# ---- tinyqv_data_arbiter_flat ----
**tinyqv_data_arbiter_flat: layout detail**

The bar under the picture is 10 um long. Window x 22 to 47, y 16 to 41 um. Cells in gray, sequential cells in the stronger gray; small squares are vias.
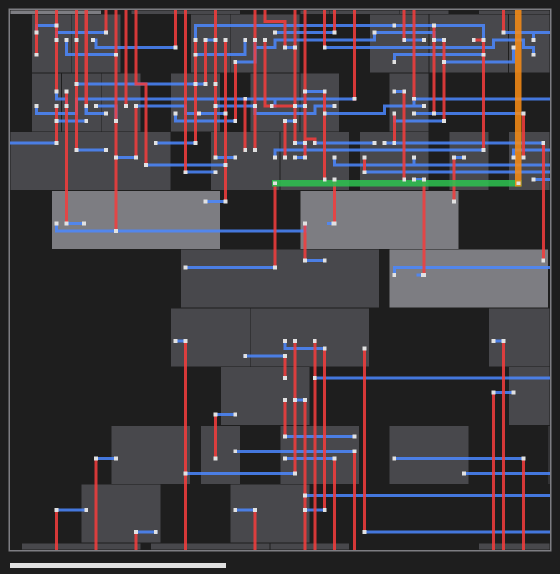

## config.mk

```make
export PLATFORM = sky130hd
export DESIGN_NAME = tinyqv_data_arbiter_flat
export DESIGN_NICKNAME = d
export VERILOG_FILES = /design/src/rtl/tinyqv_data_arbiter_if.sv /design/src/rtl/tinyqv_data_arbiter.sv /design/src/flat_wrapper.sv
export SDC_FILE = /design/constraint.sdc
export NUM_CORES = 1
export LEC_CHECK = 0
export CAP_MARGIN = 20
export CELL_PAD_IN_SITES_DETAIL_PLACEMENT = 0
export CELL_PAD_IN_SITES_GLOBAL_PLACEMENT = 1
export CORE_ASPECT_RATIO = 0.8
export CORE_MARGIN = 1.5
export CORE_UTILIZATION = 14
export DETAILED_ROUTE_END_ITERATION = 6
export GPL_TIMING_DRIVEN = 0
export PLACE_DENSITY = 0.77
export SETUP_SLACK_MARGIN = 0.4
export SLEW_MARGIN = 20
export SYNTH_ARGS = -nofsm -noshare
export SYNTH_HDL_FRONTEND = slang
export SYNTH_SLANG_ARGS = --single-unit
```

## constraint.sdc

```tcl
create_clock -name clk -period 2.5 [get_ports clk]
set_clock_uncertainty 0.15 [all_clocks]
set_input_delay 0.5 -clock clk [delete_from_list [all_inputs] [get_ports clk]]
set_output_delay 0.5 -clock clk [all_outputs]
set_load 0.01 [all_outputs]
```

## src/rtl/tinyqv_data_arbiter_if.sv

```systemverilog
// Peripheral bus bundle used for both requesters and the downstream port.
// Handshake: a request is live while write_n != 2'b11 or read_n != 2'b11; the master
// holds addr/strobes/wdata stable until the cycle ready is high, and rdata is valid in that cycle.
interface tinyqv_data_arbiter_if;
    logic [27:0] addr;
    logic [1:0]  write_n;
    logic [1:0]  read_n;
    logic [31:0] wdata;
    logic        ready;
    logic [31:0] rdata;

    modport master (output addr, write_n, read_n, wdata, input ready, rdata);
    modport slave  (input addr, write_n, read_n, wdata, output ready, rdata);
endinterface

```

## src/rtl/tinyqv_data_arbiter.sv

```systemverilog
// Round-robin arbiter sharing one peripheral bus between requesters A and B,
// with an idle bubble between transactions and a saturating bus timeout.
module tinyqv_data_arbiter #(
    parameter int TIMEOUT = 255,
    parameter int CW      = 8
) (
    input  logic                         clk,
    input  logic                         rst,
    tinyqv_data_arbiter_if.slave         a,
    tinyqv_data_arbiter_if.slave         b,
    tinyqv_data_arbiter_if.master        ds,
    output logic                         timeout_err,
    output logic                         err_src,
    output logic [1:0]                   state_dbg
);
    typedef enum logic [1:0] {
        IDLE  = 2'd0,
        GNT_A = 2'd1,
        GNT_B = 2'd2
    } state_t;

    localparam logic [CW-1:0] TIMEOUT_CNT = CW'(TIMEOUT);
    localparam logic [31:0]   ERR_DATA    = 32'hFFFF_FFFF;

    state_t        state, state_nxt;
    logic          last_b, last_b_nxt;
    logic [CW-1:0] cnt, cnt_nxt;
    logic          err_src_nxt;
    logic          a_req, b_req, expire;

    assign a_req     = (a.write_n != 2'b11) || (a.read_n != 2'b11);
    assign b_req     = (b.write_n != 2'b11) || (b.read_n != 2'b11);
    // A ds_ready arriving on the expiry cycle wins over the forced completion.
    assign expire    = (TIMEOUT != 0) && (state != IDLE) && (cnt == TIMEOUT_CNT) && !ds.ready;
    assign state_dbg = state;

    always_ff @(posedge clk) begin
        if (rst) begin
            state   <= IDLE;
            last_b  <= 1'b1;
            cnt     <= '0;
            err_src <= 1'b0;
        end else begin
            state   <= state_nxt;
            last_b  <= last_b_nxt;
            cnt     <= cnt_nxt;
            err_src <= err_src_nxt;
        end
    end

    always_comb begin
        state_nxt   = state;
        last_b_nxt  = last_b;
        cnt_nxt     = cnt;
        err_src_nxt = err_src;
        ds.addr     = a.addr;
        ds.wdata    = a.wdata;
        ds.write_n  = 2'b11;
        ds.read_n   = 2'b11;
        a.ready     = 1'b0;
        b.ready     = 1'b0;
        a.rdata     = '0;
        b.rdata     = '0;
        timeout_err = 1'b0;

        case (state)
            IDLE: begin
                if (a_req && (!b_req || last_b)) begin
                    state_nxt  = GNT_A;
                    last_b_nxt = 1'b0;
                    cnt_nxt    = '0;
                end else if (b_req) begin
                    state_nxt  = GNT_B;
                    last_b_nxt = 1'b1;
                    cnt_nxt    = '0;
                end
            end
            GNT_A: begin
                ds.addr    = a.addr;
                ds.wdata   = a.wdata;
                ds.write_n = a.write_n;
                ds.read_n  = a.read_n;
                a.ready    = ds.ready || expire;
                a.rdata    = expire ? ERR_DATA : ds.rdata;
                if (ds.ready || expire) state_nxt = IDLE;
                if (expire) begin
                    timeout_err = 1'b1;
                    err_src_nxt = 1'b0;
                end
            end
            GNT_B: begin
                ds.addr    = b.addr;
                ds.wdata   = b.wdata;
                ds.write_n = b.write_n;
                ds.read_n  = b.read_n;
                b.ready    = ds.ready || expire;
                b.rdata    = expire ? ERR_DATA : ds.rdata;
                if (ds.ready || expire) state_nxt = IDLE;
                if (expire) begin
                    timeout_err = 1'b1;
                    err_src_nxt = 1'b1;
                end
            end
            default: state_nxt = IDLE;
        endcase

        // Saturates at TIMEOUT, so the counter can never wrap.
        if ((state != IDLE) && !ds.ready && (TIMEOUT != 0) && (cnt != TIMEOUT_CNT))
            cnt_nxt = cnt + CW'(1);

        if (rst) begin
            ds.write_n  = 2'b11;
            ds.read_n   = 2'b11;
            a.ready     = 1'b0;
            b.ready     = 1'b0;
            timeout_err = 1'b0;
        end
    end
endmodule

```

## src/flat_wrapper.sv

```systemverilog
// flat-port wrapper written by rule: the top's interface ports become plain ports
module tinyqv_data_arbiter_flat 
#(
    parameter int TIMEOUT = 255,
    parameter int CW      = 8
)
  (clk, rst, timeout_err, err_src, state_dbg, a_addr, a_write_n, a_read_n, a_wdata, a_ready, a_rdata, b_addr, b_write_n, b_read_n, b_wdata, b_ready, b_rdata, ds_addr, ds_write_n, ds_read_n, ds_wdata, ds_ready, ds_rdata);
  tinyqv_data_arbiter_if a_i ();
  tinyqv_data_arbiter_if b_i ();
  tinyqv_data_arbiter_if ds_i ();
  input  logic clk;
  input  logic rst;
  output logic timeout_err;
  output logic err_src;
  output logic [1:0] state_dbg;
  input wire logic [$bits(a_i.addr)-1:0] a_addr;
  input wire logic [$bits(a_i.write_n)-1:0] a_write_n;
  input wire logic [$bits(a_i.read_n)-1:0] a_read_n;
  input wire logic [$bits(a_i.wdata)-1:0] a_wdata;
  output wire logic [$bits(a_i.ready)-1:0] a_ready;
  output wire logic [$bits(a_i.rdata)-1:0] a_rdata;
  input wire logic [$bits(b_i.addr)-1:0] b_addr;
  input wire logic [$bits(b_i.write_n)-1:0] b_write_n;
  input wire logic [$bits(b_i.read_n)-1:0] b_read_n;
  input wire logic [$bits(b_i.wdata)-1:0] b_wdata;
  output wire logic [$bits(b_i.ready)-1:0] b_ready;
  output wire logic [$bits(b_i.rdata)-1:0] b_rdata;
  output wire logic [$bits(ds_i.addr)-1:0] ds_addr;
  output wire logic [$bits(ds_i.write_n)-1:0] ds_write_n;
  output wire logic [$bits(ds_i.read_n)-1:0] ds_read_n;
  output wire logic [$bits(ds_i.wdata)-1:0] ds_wdata;
  input wire logic [$bits(ds_i.ready)-1:0] ds_ready;
  input wire logic [$bits(ds_i.rdata)-1:0] ds_rdata;
  assign a_i.addr = a_addr;
  assign a_i.write_n = a_write_n;
  assign a_i.read_n = a_read_n;
  assign a_i.wdata = a_wdata;
  assign a_ready = a_i.ready;
  assign a_rdata = a_i.rdata;
  assign b_i.addr = b_addr;
  assign b_i.write_n = b_write_n;
  assign b_i.read_n = b_read_n;
  assign b_i.wdata = b_wdata;
  assign b_ready = b_i.ready;
  assign b_rdata = b_i.rdata;
  assign ds_addr = ds_i.addr;
  assign ds_write_n = ds_i.write_n;
  assign ds_read_n = ds_i.read_n;
  assign ds_wdata = ds_i.wdata;
  assign ds_i.ready = ds_ready;
  assign ds_i.rdata = ds_rdata;
  tinyqv_data_arbiter #(.TIMEOUT(TIMEOUT), .CW(CW)) u_core (.clk(clk), .rst(rst), .a(a_i), .b(b_i), .ds(ds_i), .timeout_err(timeout_err), .err_src(err_src), .state_dbg(state_dbg));
endmodule
```

# ---- ascii_ramp_mapper ----
===== config.mk =====
export PLATFORM = sky130hd
export DESIGN_NAME = ascii_ramp_mapper
export DESIGN_NICKNAME = d
export VERILOG_FILES = /design/src/rtl/ascii_pkg.sv /design/src/rtl/ascii_ramp_table.sv /design/src/rtl/ascii_ramp_mapper.sv
export SDC_FILE = /design/constraint.sdc
export NUM_CORES = 1
export LEC_CHECK = 0
export ABC_AREA = 0
export ABC_CLOCK_PERIOD_IN_PS = 1800
export CAP_MARGIN = 40
export CORE_MARGIN = 5
export CORE_UTILIZATION = 45
export CTS_CLUSTER_SIZE = 40
export DETAILED_ROUTE_END_ITERATION = 7
export PLACE_DENSITY_LB_ADDON = 0.12
export RECOVER_POWER = 100
export SLEW_MARGIN = 10
export SYNTH_ARGS = -nofsm -noshare
export SYNTH_HDL_FRONTEND = slang
export SYNTH_SLANG_ARGS = --single-unit

===== constraint.sdc =====
create_clock -name clk -period 1.8 [get_ports clk]
set_clock_uncertainty 0.05 [all_clocks]
set_input_delay 0.27 -clock clk [delete_from_list [all_inputs] [get_ports clk]]
set_output_delay 0.27 -clock clk [all_outputs]
set_load 0.02 [all_outputs]

===== src/rtl/ascii_pkg.sv =====
// Shared constants and types for the luminance-to-ASCII path.
// Holds the default glyph ramp, control-character codes, EOL mode encodings
// and the end-of-line FSM state type.
package ascii_pkg;

    localparam logic [7:0] ASCII_SP = 8'h20;
    localparam logic [7:0] ASCII_CR = 8'h0D;
    localparam logic [7:0] ASCII_LF = 8'h0A;

    localparam int EOL_NONE = 0;
    localparam int EOL_LF   = 1;
    localparam int EOL_CRLF = 2;

    localparam int RAMP_DEPTH = 64;

    // Dark-to-bright glyph ramp, entries 0..47 (index 0 is space).
    // Entries 48..63 are spaces.
    localparam logic [0:RAMP_DEPTH-1][7:0] DEFAULT_RAMP = '{
        8'h20, 8'h2E, 8'h60, 8'h2D, 8'h2C, 8'h3A, 8'h3B, 8'h7E,
        8'h2B, 8'h2F, 8'h3D, 8'h3E, 8'h7C, 8'h28, 8'h29, 8'h5C,
        8'h69, 8'h25, 8'h7B, 8'h2A, 8'h73, 8'h76, 8'h37, 8'h61,
        8'h65, 8'h43, 8'h4A, 8'h4C, 8'h54, 8'h59, 8'h77, 8'h46,
        8'h39, 8'h56, 8'h47, 8'h58, 8'h41, 8'h45, 8'h24, 8'h26,
        8'h23, 8'h40, 8'h52, 8'h57, 8'h30, 8'h4E, 8'h4D, 8'h51,
        8'h20, 8'h20, 8'h20, 8'h20, 8'h20, 8'h20, 8'h20, 8'h20,
        8'h20, 8'h20, 8'h20, 8'h20, 8'h20, 8'h20, 8'h20, 8'h20
    };

    typedef enum logic [1:0] {
        EOL_ST_DATA = 2'd0,
        EOL_ST_CR   = 2'd1,
        EOL_ST_LF   = 2'd2
    } eol_state_t;

    // Reset value for table slot idx; slots past the built-in ramp are spaces.
    function automatic logic [7:0] ramp_default(input int idx);
        logic [7:0] val;
        val = ASCII_SP;
        if (idx >= 0 && idx < RAMP_DEPTH) begin
            val = DEFAULT_RAMP[idx[5:0]];
        end
        return val;
    endfunction

endpackage


===== src/rtl/ascii_ramp_table.sv =====
// Writable glyph table: LEVELS x 8 register file, async reset to the default ramp.
// Latency: registered read, data valid the cycle after rd_en_i; held while rd_en_i=0.
// Backpressure: none internally; the caller stalls by withholding rd_en_i.
// Ports: clk/rst_n; wr_en_i/wr_addr_i/wr_data_i write port (out-of-range ignored);
//        rd_en_i/rd_addr_i read request; rd_data_o registered read data (resets to space).
module ascii_ramp_table
    import ascii_pkg::*;
#(
    parameter int ID_W   = 6,
    parameter int LEVELS = 48
) (
    input  logic            clk,
    input  logic            rst_n,
    input  logic            wr_en_i,
    input  logic [ID_W-1:0] wr_addr_i,
    input  logic [7:0]      wr_data_i,
    input  logic            rd_en_i,
    input  logic [ID_W-1:0] rd_addr_i,
    output logic [7:0]      rd_data_o
);

    logic [7:0] mem_q [LEVELS];
    logic [7:0] rd_data_q;
    logic       wr_hit;

    // Extra bit so LEVELS == 2^ID_W compares correctly.
    assign wr_hit = wr_en_i && ({1'b0, wr_addr_i} < (ID_W+1)'(LEVELS));

    always_ff @(posedge clk or negedge rst_n) begin
        if (!rst_n) begin
            for (int i = 0; i < LEVELS; i++) begin
                mem_q[i] <= ramp_default(i);
            end
        end else if (wr_hit) begin
            mem_q[wr_addr_i] <= wr_data_i;
        end
    end

    // Read samples the pre-write array, so a same-cycle write to the same
    // slot is seen only by later lookups.
    always_ff @(posedge clk or negedge rst_n) begin
        if (!rst_n) begin
            rd_data_q <= ASCII_SP;
        end else if (rd_en_i) begin
            rd_data_q <= mem_q[rd_addr_i];
        end
    end

    assign rd_data_o = rd_data_q;

endmodule


===== src/rtl/ascii_ramp_mapper.sv =====
// Streaming luminance-to-ASCII mapper: scale -> ramp lookup -> optional CR/LF insertion.
// Latency: two register stages; output valid two edges after the accepting cycle begins.
// Backpressure: full valid/ready; in_ready is combinational from out_ready, no stall bubbles.
// Ports: in_valid/in_ready/in_lum/in_last/invert sample input; cfg_we/cfg_addr/cfg_data
//        ramp table write; out_valid/out_ready/out_char/out_last character output.
module ascii_ramp_mapper
    import ascii_pkg::*;
#(
    parameter int LUM_W    = 8,
    parameter int ID_W     = 6,
    parameter int LEVELS   = 48,
    parameter int EOL_MODE = 0
) (
    input  logic             clk,
    input  logic             rst_n,
    input  logic             in_valid,
    output logic             in_ready,
    input  logic [LUM_W-1:0] in_lum,
    input  logic             in_last,
    input  logic             invert,
    input  logic             cfg_we,
    input  logic [ID_W-1:0]  cfg_addr,
    input  logic [7:0]       cfg_data,
    output logic             out_valid,
    input  logic             out_ready,
    output logic [7:0]       out_char,
    output logic             out_last
);

    localparam int PW = LUM_W + ID_W + 1;

    // ---------------- stage 1: scale ----------------
    logic [LUM_W-1:0] lum_eff;
    logic [PW-1:0]    prod;
    logic [ID_W-1:0]  id_d;

    logic             s1_vld_q;
    logic [ID_W-1:0]  s1_id_q;
    logic             s1_last_q;

    // ---------------- stage 2: lookup ----------------
    logic             s2_vld_q;
    logic             s2_last_q;
    logic [7:0]       tbl_char;

    // ---------------- flow control / EOL ----------------
    eol_state_t       st_q;
    eol_state_t       st_d;
    logic             s2_ld;
    logic             s1_adv;
    logic             in_fire;
    logic             data_fire;

    // Inverting an unsigned sample is (2^LUM_W-1) - lum, i.e. bitwise NOT.
    assign lum_eff = invert ? ~in_lum : in_lum;
    // floor(lum * LEVELS / 2^LUM_W) always lands in 0..LEVELS-1.
    assign prod    = PW'(lum_eff) * PW'(LEVELS);
    assign id_d    = ID_W'(prod >> LUM_W);

    // Stage 2 may only take new data while the FSM is passing characters;
    // during CR/LF it holds the next character in place.
    assign s2_ld     = (st_q == EOL_ST_DATA) && (!s2_vld_q || out_ready);
    assign s1_adv    = s1_vld_q && s2_ld;
    assign in_ready  = !s1_vld_q || s1_adv;
    assign in_fire   = in_valid && in_ready;
    assign data_fire = (st_q == EOL_ST_DATA) && s2_vld_q && out_ready;

    always_ff @(posedge clk or negedge rst_n) begin
        if (!rst_n) begin
            s1_vld_q  <= 1'b0;
            s1_id_q   <= '0;
            s1_last_q <= 1'b0;
        end else begin
            if (in_ready) begin
                s1_vld_q <= in_valid;
            end
            if (in_fire) begin
                s1_id_q   <= id_d;
                s1_last_q <= in_last;
            end
        end
    end

    always_ff @(posedge clk or negedge rst_n) begin
        if (!rst_n) begin
            s2_vld_q  <= 1'b0;
            s2_last_q <= 1'b0;
        end else begin
            if (s2_ld) begin
                s2_vld_q <= s1_vld_q;
            end
            if (s1_adv) begin
                s2_last_q <= s1_last_q;
            end
        end
    end

    // The table's read register is the stage-2 character; reading only on
    // s1_adv keeps a stalled character frozen regardless of table writes.
    ascii_ramp_table #(
        .ID_W   (ID_W),
        .LEVELS (LEVELS)
    ) u_table (
        .clk       (clk),
        .rst_n     (rst_n),
        .wr_en_i   (cfg_we),
        .wr_addr_i (cfg_addr),
        .wr_data_i (cfg_data),
        .rd_en_i   (s1_adv),
        .rd_addr_i (s1_id_q),
        .rd_data_o (tbl_char)
    );

    always_ff @(posedge clk or negedge rst_n) begin
        if (!rst_n) begin
            st_q <= EOL_ST_DATA;
        end else begin
            st_q <= st_d;
        end
    end

    always_comb begin
        st_d      = st_q;
        out_valid = s2_vld_q;
        out_char  = tbl_char;
        // With EOL insertion the LF, not the data character, closes the row.
        out_last  = (EOL_MODE == EOL_NONE) && s2_last_q;
        case (st_q)
            EOL_ST_DATA: begin
                if (data_fire && s2_last_q) begin
                    if (EOL_MODE == EOL_CRLF) begin
                        st_d = EOL_ST_CR;
                    end else if (EOL_MODE == EOL_LF) begin
                        st_d = EOL_ST_LF;
                    end
                end
            end
            EOL_ST_CR: begin
                out_valid = 1'b1;
                out_char  = ASCII_CR;
                out_last  = 1'b0;
                if (out_ready) begin
                    st_d = EOL_ST_LF;
                end
            end
            EOL_ST_LF: begin
                out_valid = 1'b1;
                out_char  = ASCII_LF;
                out_last  = 1'b1;
                if (out_ready) begin
                    st_d = EOL_ST_DATA;
                end
            end
            default: begin
                st_d = EOL_ST_DATA;
            end
        endcase
    end

endmodule

# ---- mem_responder ----
$ cat src/rtl/mem_responder.sv
// mem_responder: single-port memory target that clears itself after reset and returns reads after RD_LATENCY cycles.
// Define MEM_RESPONDER_STATS_EN to add the wr_count/rd_count/drop_count statistics outputs.
module mem_responder #(
  parameter int AW         = 8,
  parameter int DW         = 8,
  parameter int DEPTH      = 256,
  parameter int RD_LATENCY = 2
) (
  input  logic          clock,
  input  logic          reset,
  input  logic          chip_en,
  input  logic          read_write,
  input  logic [AW-1:0] address,
  input  logic [DW-1:0] data_in,
  output logic          ready,
  output logic [DW-1:0] data_out,
  output logic          data_valid,
  output logic          addr_err,
  output logic          cmd_drop
`ifdef MEM_RESPONDER_STATS_EN
  ,
  output logic [31:0]   wr_count,
  output logic [31:0]   rd_count,
  output logic [15:0]   drop_count
`endif
);
  typedef enum logic {INIT, RUN} state_t;
  state_t        state_q, state_d;
  logic [AW-1:0] clr_q, clr_d;
  logic [DW-1:0] mem [DEPTH];
  logic [DW-1:0] pd_q [RD_LATENCY];
  logic [RD_LATENCY-1:0] pv_q;
  logic          aerr_q, drop_q;
  logic          in_range, acc, drop, wr_acc, rd_acc;
  logic [DW-1:0] rd_word;
  assign ready    = state_q == RUN;
  assign in_range = {1'b0, address} < (AW+1)'(DEPTH);
  assign acc      = chip_en && ready && !reset;
  assign drop     = chip_en && !ready && !reset;
  assign wr_acc   = acc && read_write && in_range;
  assign rd_acc   = acc && !read_write;
  assign rd_word  = in_range ? mem[address] : '0;
  always_comb begin
    state_d = (state_q == INIT && clr_q == AW'(DEPTH - 1)) ? RUN : state_q;
    clr_d   = (state_q == INIT) ? clr_q + 1'b1 : clr_q;
  end
  always_ff @(posedge clock) begin
    if (reset) begin
      state_q <= INIT;
      clr_q   <= '0;
    end else begin
      state_q <= state_d;
      clr_q   <= clr_d;
    end
  end
  // No command is accepted while INIT sweeps the array, so the two write sources never collide.
  always_ff @(posedge clock) begin
    if (state_q == INIT) mem[clr_q] <= '0;
    else if (wr_acc) mem[address] <= data_in;
  end
  // Each stage carries zero data when empty, so data_out is 0 whenever data_valid is low.
  always_ff @(posedge clock) begin
    if (reset) begin
      pv_q   <= '0;
      aerr_q <= 1'b0;
      drop_q <= 1'b0;
      for (int i = 0; i < RD_LATENCY; i++) pd_q[i] <= '0;
    end else begin
      pv_q[0] <= rd_acc;
      pd_q[0] <= rd_acc ? rd_word : '0;
      for (int i = 1; i < RD_LATENCY; i++) begin
        pv_q[i] <= pv_q[i-1];
        pd_q[i] <= pd_q[i-1];
      end
      aerr_q <= acc && !in_range;
      drop_q <= drop;
    end
  end
  assign data_out   = pd_q[RD_LATENCY-1];
  assign data_valid = pv_q[RD_LATENCY-1];
  assign addr_err   = aerr_q;
  assign cmd_drop   = drop_q;
`ifdef MEM_RESPONDER_STATS_EN
  logic [31:0] wr_cnt_q, rd_cnt_q;
  logic [15:0] drop_cnt_q;
  always_ff @(posedge clock) begin
    if (reset) begin
      wr_cnt_q   <= '0;
      rd_cnt_q   <= '0;
      drop_cnt_q <= '0;
    end else begin
      wr_cnt_q   <= wr_cnt_q + 32'(wr_acc);
      rd_cnt_q   <= rd_cnt_q + 32'(rd_acc);
      drop_cnt_q <= drop_cnt_q + 16'(drop);
    end
  end
  assign wr_count   = wr_cnt_q;
  assign rd_count   = rd_cnt_q;
  assign drop_count = drop_cnt_q;
`else
`endif
endmodule
$ cat config.mk
export PLATFORM = sky130hd
export DESIGN_NAME = mem_responder
export DESIGN_NICKNAME = d
export VERILOG_FILES = /design/src/rtl/mem_responder.sv
export SDC_FILE = /design/constraint.sdc
export NUM_CORES = 2
export LEC_CHECK = 0
export ABC_CLOCK_PERIOD_IN_PS = 7600
export CAP_MARGIN = 20
export CORE_MARGIN = 2
export CORE_UTILIZATION = 50
export DETAILED_ROUTE_END_ITERATION = 7
export HOLD_SLACK_MARGIN = 0.06
export PLACE_DENSITY = 0.71
export SYNTH_ARGS = -nofsm -noshare
export SYNTH_HDL_FRONTEND = slang
export SYNTH_SLANG_ARGS = --single-unit
export TNS_END_PERCENT = 1
$ cat constraint.sdc
create_clock -name clock -period 7.6 [get_ports clock]
set_input_delay 1.9 -clock clock [delete_from_list [all_inputs] [get_ports clock]]
set_output_delay 1.9 -clock clock [all_outputs]
set_load 0.05 [all_outputs]
**tinyqv_data_arbiter_flat: routing congestion map**

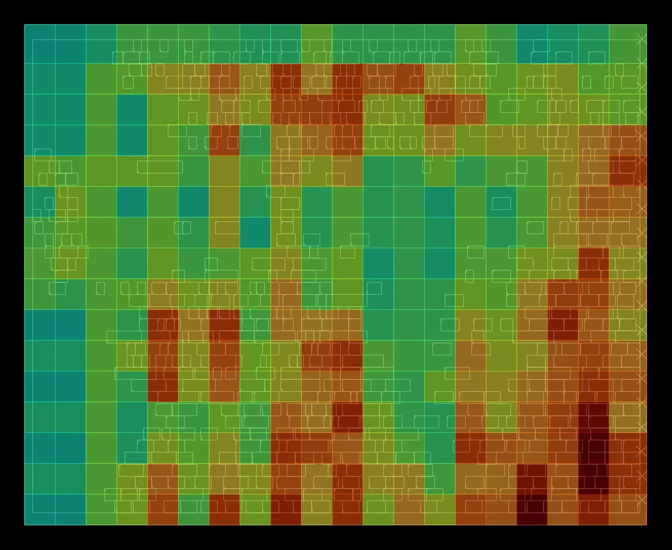
core occupancy in the finished layout: 44.5%
layer with the highest usage after global routing: met2
GR Layer Usage met1: 20.8%

About 'layout detail' of tinyqv_data_arbiter_flat:
| color | layer |
|---|---|
| orange | M4 |
| blue | M1 |
| green | M3 |
| red | M2 |
cells with their middle in the window: 35
most frequent: clkdlybuf4s50_1 (8), a21oi_1 (5)
sequential cells in the window: 3
netlist names of flops here include: `u_core.cnt` (3)

==> flow_summary.toml, tinyqv_data_arbiter_flat <==
# implementation run metrics
[run_status]
run_status = "finished with violations"
violated_checks = "design-rule violations, negative setup slack"

[setup_path]
worst_path_dominant_cell_family = "buffers and inverters"
r2r_cells = 10
levels_on_crit_path = 11
critical_path.reg2reg.startpoint = "u_core.state_dbg[0]"

[route]
remaining_drc_errors = 20
wl_um = 16400
topRoutingLayerUsed = "met4"

[place]
detailedPlace.worstSlack_ns = -0.727

[final_layout]
comb_area_share_pct = 33.7
top_area_cell_class = "buffers"

[timing]
worst_slew_margin_rel_pct = 69.2
final_setup_violation_count = 59
worst_case_setup_margin_in_the_final_layout_ns = -0.0705

[pwr]
comb_group_mw = 3.70

[yosys]
synthTopCellsByCount = "sky130_fd_sc_hd__nor2_1, sky130_fd_sc_hd__mux2_2, sky130_fd_sc_hd__o21a_1"
synth_async_sr_flop_share_pct = 0

[cts]
cts-root-buf = "sky130_fd_sc_hd__clkbuf_16"

[global_route]
grt.met2_usage_pct = 35.3

[worst_hold_path]
timing.hold.worst_path_depth = 2
[tinyqv_data_arbiter_flat: state kept, by name (all words and copies together), names as in the netlist]
name	count
u_core.last_b	1
u_core.err_src	1
u_core.cnt	8
u_core.state_dbg	2
[tinyqv_data_arbiter_flat: kinds of logic (layout without fill, tap and decap cells)]
family                     count (synthesis)  after routing  synth area share, %
adders and majority gates                  4              4                 2.40
and+or+nand+nor                          110            110                 24.3
buffers and inverters                     32            390                 7.19
DFF                                       12             12                 11.5
AOI/OAI and AO/OA                         62             62                 21.8
muxes                                     60             60                 32.4
xor gates and xnor gates                   1              1                0.420
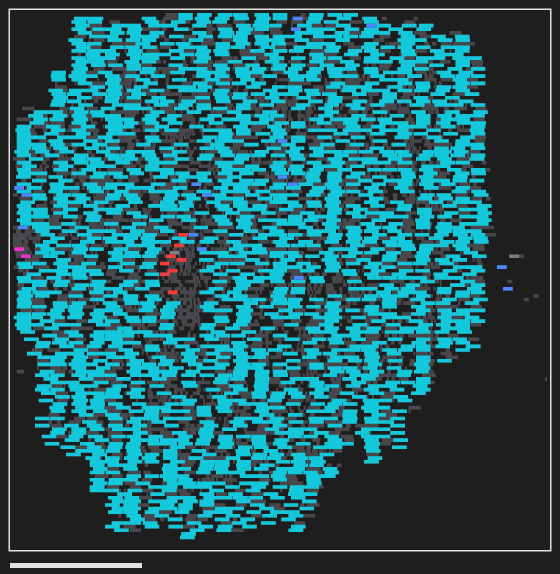
**Above:** mem_responder (sequential cells grouped by signal name).
The bar under the picture is 100 um long.
| color | name in the netlist | placed flops |
|---|---|---|
| cyan | `mem` | 2048 |
| magenta | `pv_q` | 2 |
| red | `clr_q` | 8 |
| blue | `pd_q` | 16 |
not colored: 2

==> flow_summary.toml, mem_responder <==
# implementation run metrics
[cts]
ctsResizeCount = 0
clock.latency.late_pin_ns = 0.86

[global_route]
grt.met2_usage_pct = 37.8

[setup_path]
type_of_the_setup_path_with_the_least_slack = "in2reg"
startpoint_type = "primary input"

[final_layout]
final_cells = 6537
layout_cells_sized_above_1_pct = 17.8
areaGrowthSynthToFinish_pct = 10.8
layout_net_count = 4215

[route]
post_drt_via_cell_ratio = 6.53
met2WireLength_um = 96400
wl_per_cell_um = 32.6

[floorplan]
fp_util_pct = 50.2
floorplan.io_pins = 32
die_y_um = 408

[run_status]
run_status = "completed"

[pwr]
pwr-share-comb_pct = 3.2
power_frac_seq_pct = 54.4
powerClk_mw = 9.68
clock_power_share_pct = 42.4

[timing]
final-max-slew-violation-count = 0
final_setup_violation_count = 0

[yosys]
synth_flops = 2076
yosys.stat.seqShare_pct = 76.2
yosys.area.top_type_share_pct = 75.5
synth_stat.cells = 4120

[place]
dpl.hpwl_um = 132000
io_buffers = 30
mem_responder: worst min-delay path by stage:
stage	start	to	slack (ns)	depth (start not counted)
6_report	pv_q[0]	pv_q[1]	0.45	1
5_1_grt	pv_q[0]	pv_q[1]	0.47	1
4_1_cts	pv_q[0]	pv_q[1]	0.46	1
3_5_place_dp	pv_q[0]	pv_q[1]	0.45	1
3_3_place_gp	pv_q[0]	pv_q[1]	0.46	1
2_1_floorplan	pd_q[0][2]	pd_q[0][10]	0.41	1
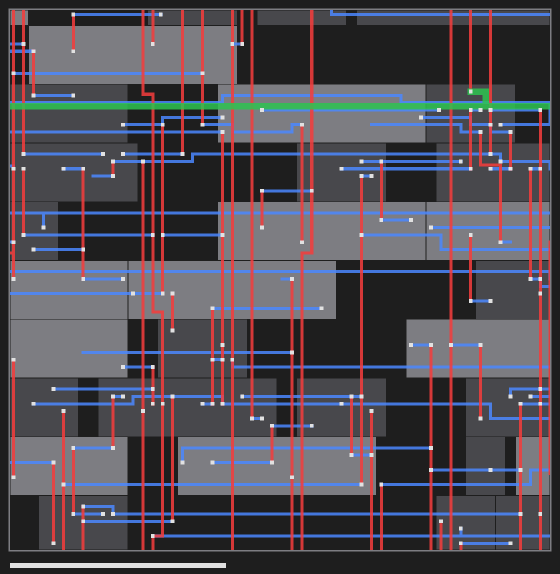
**Above:** ascii_ramp_mapper (layout detail).
The bar under the picture is 10 um long. Window x 41 to 66, y 41 to 66 um. Cells in gray, sequential cells in the stronger gray; small squares are vias.
| color | layer |
|---|---|
| red | M2 |
| blue | M1 |
| green | M3 |
most frequent: mux2_2 (10), dfstp_2 (8), mux4_2 (3)
sequential cells in the window: 10
netlist names of flops here include: `u_table.mem_q` (10)
cells with their middle in the window: 26

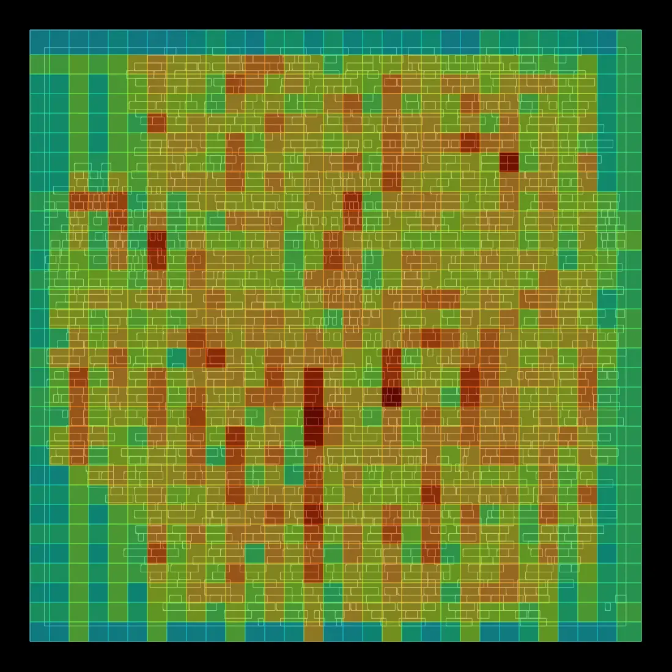
**Above:** ascii_ramp_mapper (routing congestion map).
overall global routing resource usage: 20.8%
met2 GRT Util: 33.5%
core occupancy in the finished layout: 56.1%

==> flow_summary.toml, ascii_ramp_mapper <==
# implementation run metrics
[timing]
final_hold_viol_count = 0
final_setup_violation_count = 53
worst_slew_margin_rel_pct = 52.0
hold_ws_ns = 0.222
fin_crit_ns = 2.16
worst_case_setup_margin_in_the_final_layout_ns = -0.362

[floorplan]
floorplan.io_pins = 40
number_of_standard_cell_rows_in_the_floorplan = 75

[route]
topRoutingLayerUsed = "met4"

[cts]
cts_hold_buffers_added = 1

[setup_path]
critical_path.reg2reg.startpoint = "s1_id_q[0]"

[yosys]
yosys_warnings = 0
synth.cellmix.xorXnorShare_pct = 0.506
netlist_top_cells_area = "sky130_fd_sc_hd__dfrtp_1, sky130_fd_sc_hd__dfstp_2, sky130_fd_sc_hd__mux2_2, sky130_fd_sc_hd__mux4_2, sky130_fd_sc_hd__mux2i_1"

[pwr]
total_leakage_power_nw = 10.3
power_sequential_mw = 11.2
power.share.switching_pct = 27.5

[run_status]
run_status = "finished with violations"
violated_checks = "negative setup slack"
[ascii_ramp_mapper: worst max-delay path: cells and delay by family, from the launching register on]
family | cells | cell delay [ns]
flops | 1 | 0.51
buf+inv | 4 | 0.60
compound gates | 2 | 0.17
mux | 3 | 0.70
[ascii_ramp_mapper: state kept, by name, indices dropped and copies added, names as in the netlist]
| register | count |
|---|---|
| s2_vld_q | 1 |
| u_table.rd_data_o | 8 |
| s1_vld_q | 1 |
| u_table.mem_q | 384 |
| s2_last_q | 1 |
| s1_last_q | 1 |
| s1_id_q | 6 |


## Gallery

I/O nets highlighted.
panel A
The bar under the picture is 50 um long.
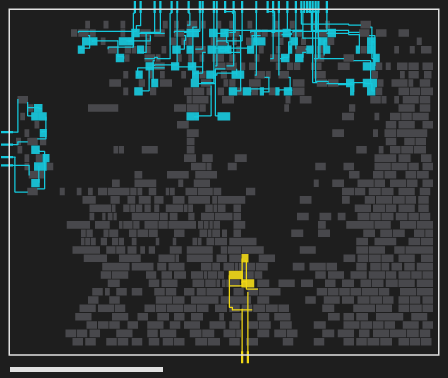
panel B
The bar under the picture is 50 um long.
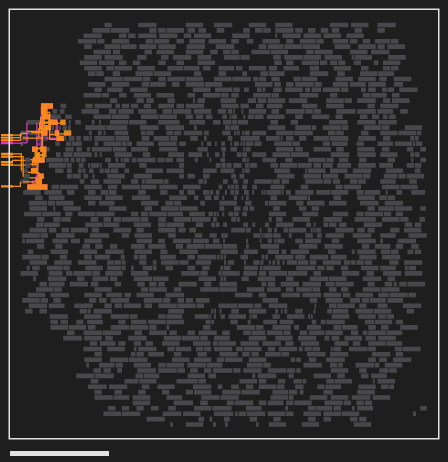
panel C
The bar under the picture is 100 um long.
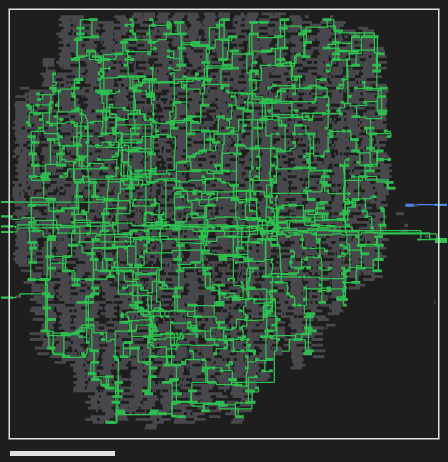
Panel C is mem_responder.
Panel A is tinyqv_data_arbiter_flat.
Panel B is ascii_ramp_mapper.

Power figures rest on the tool's default switching activity, not on a simulated workload.
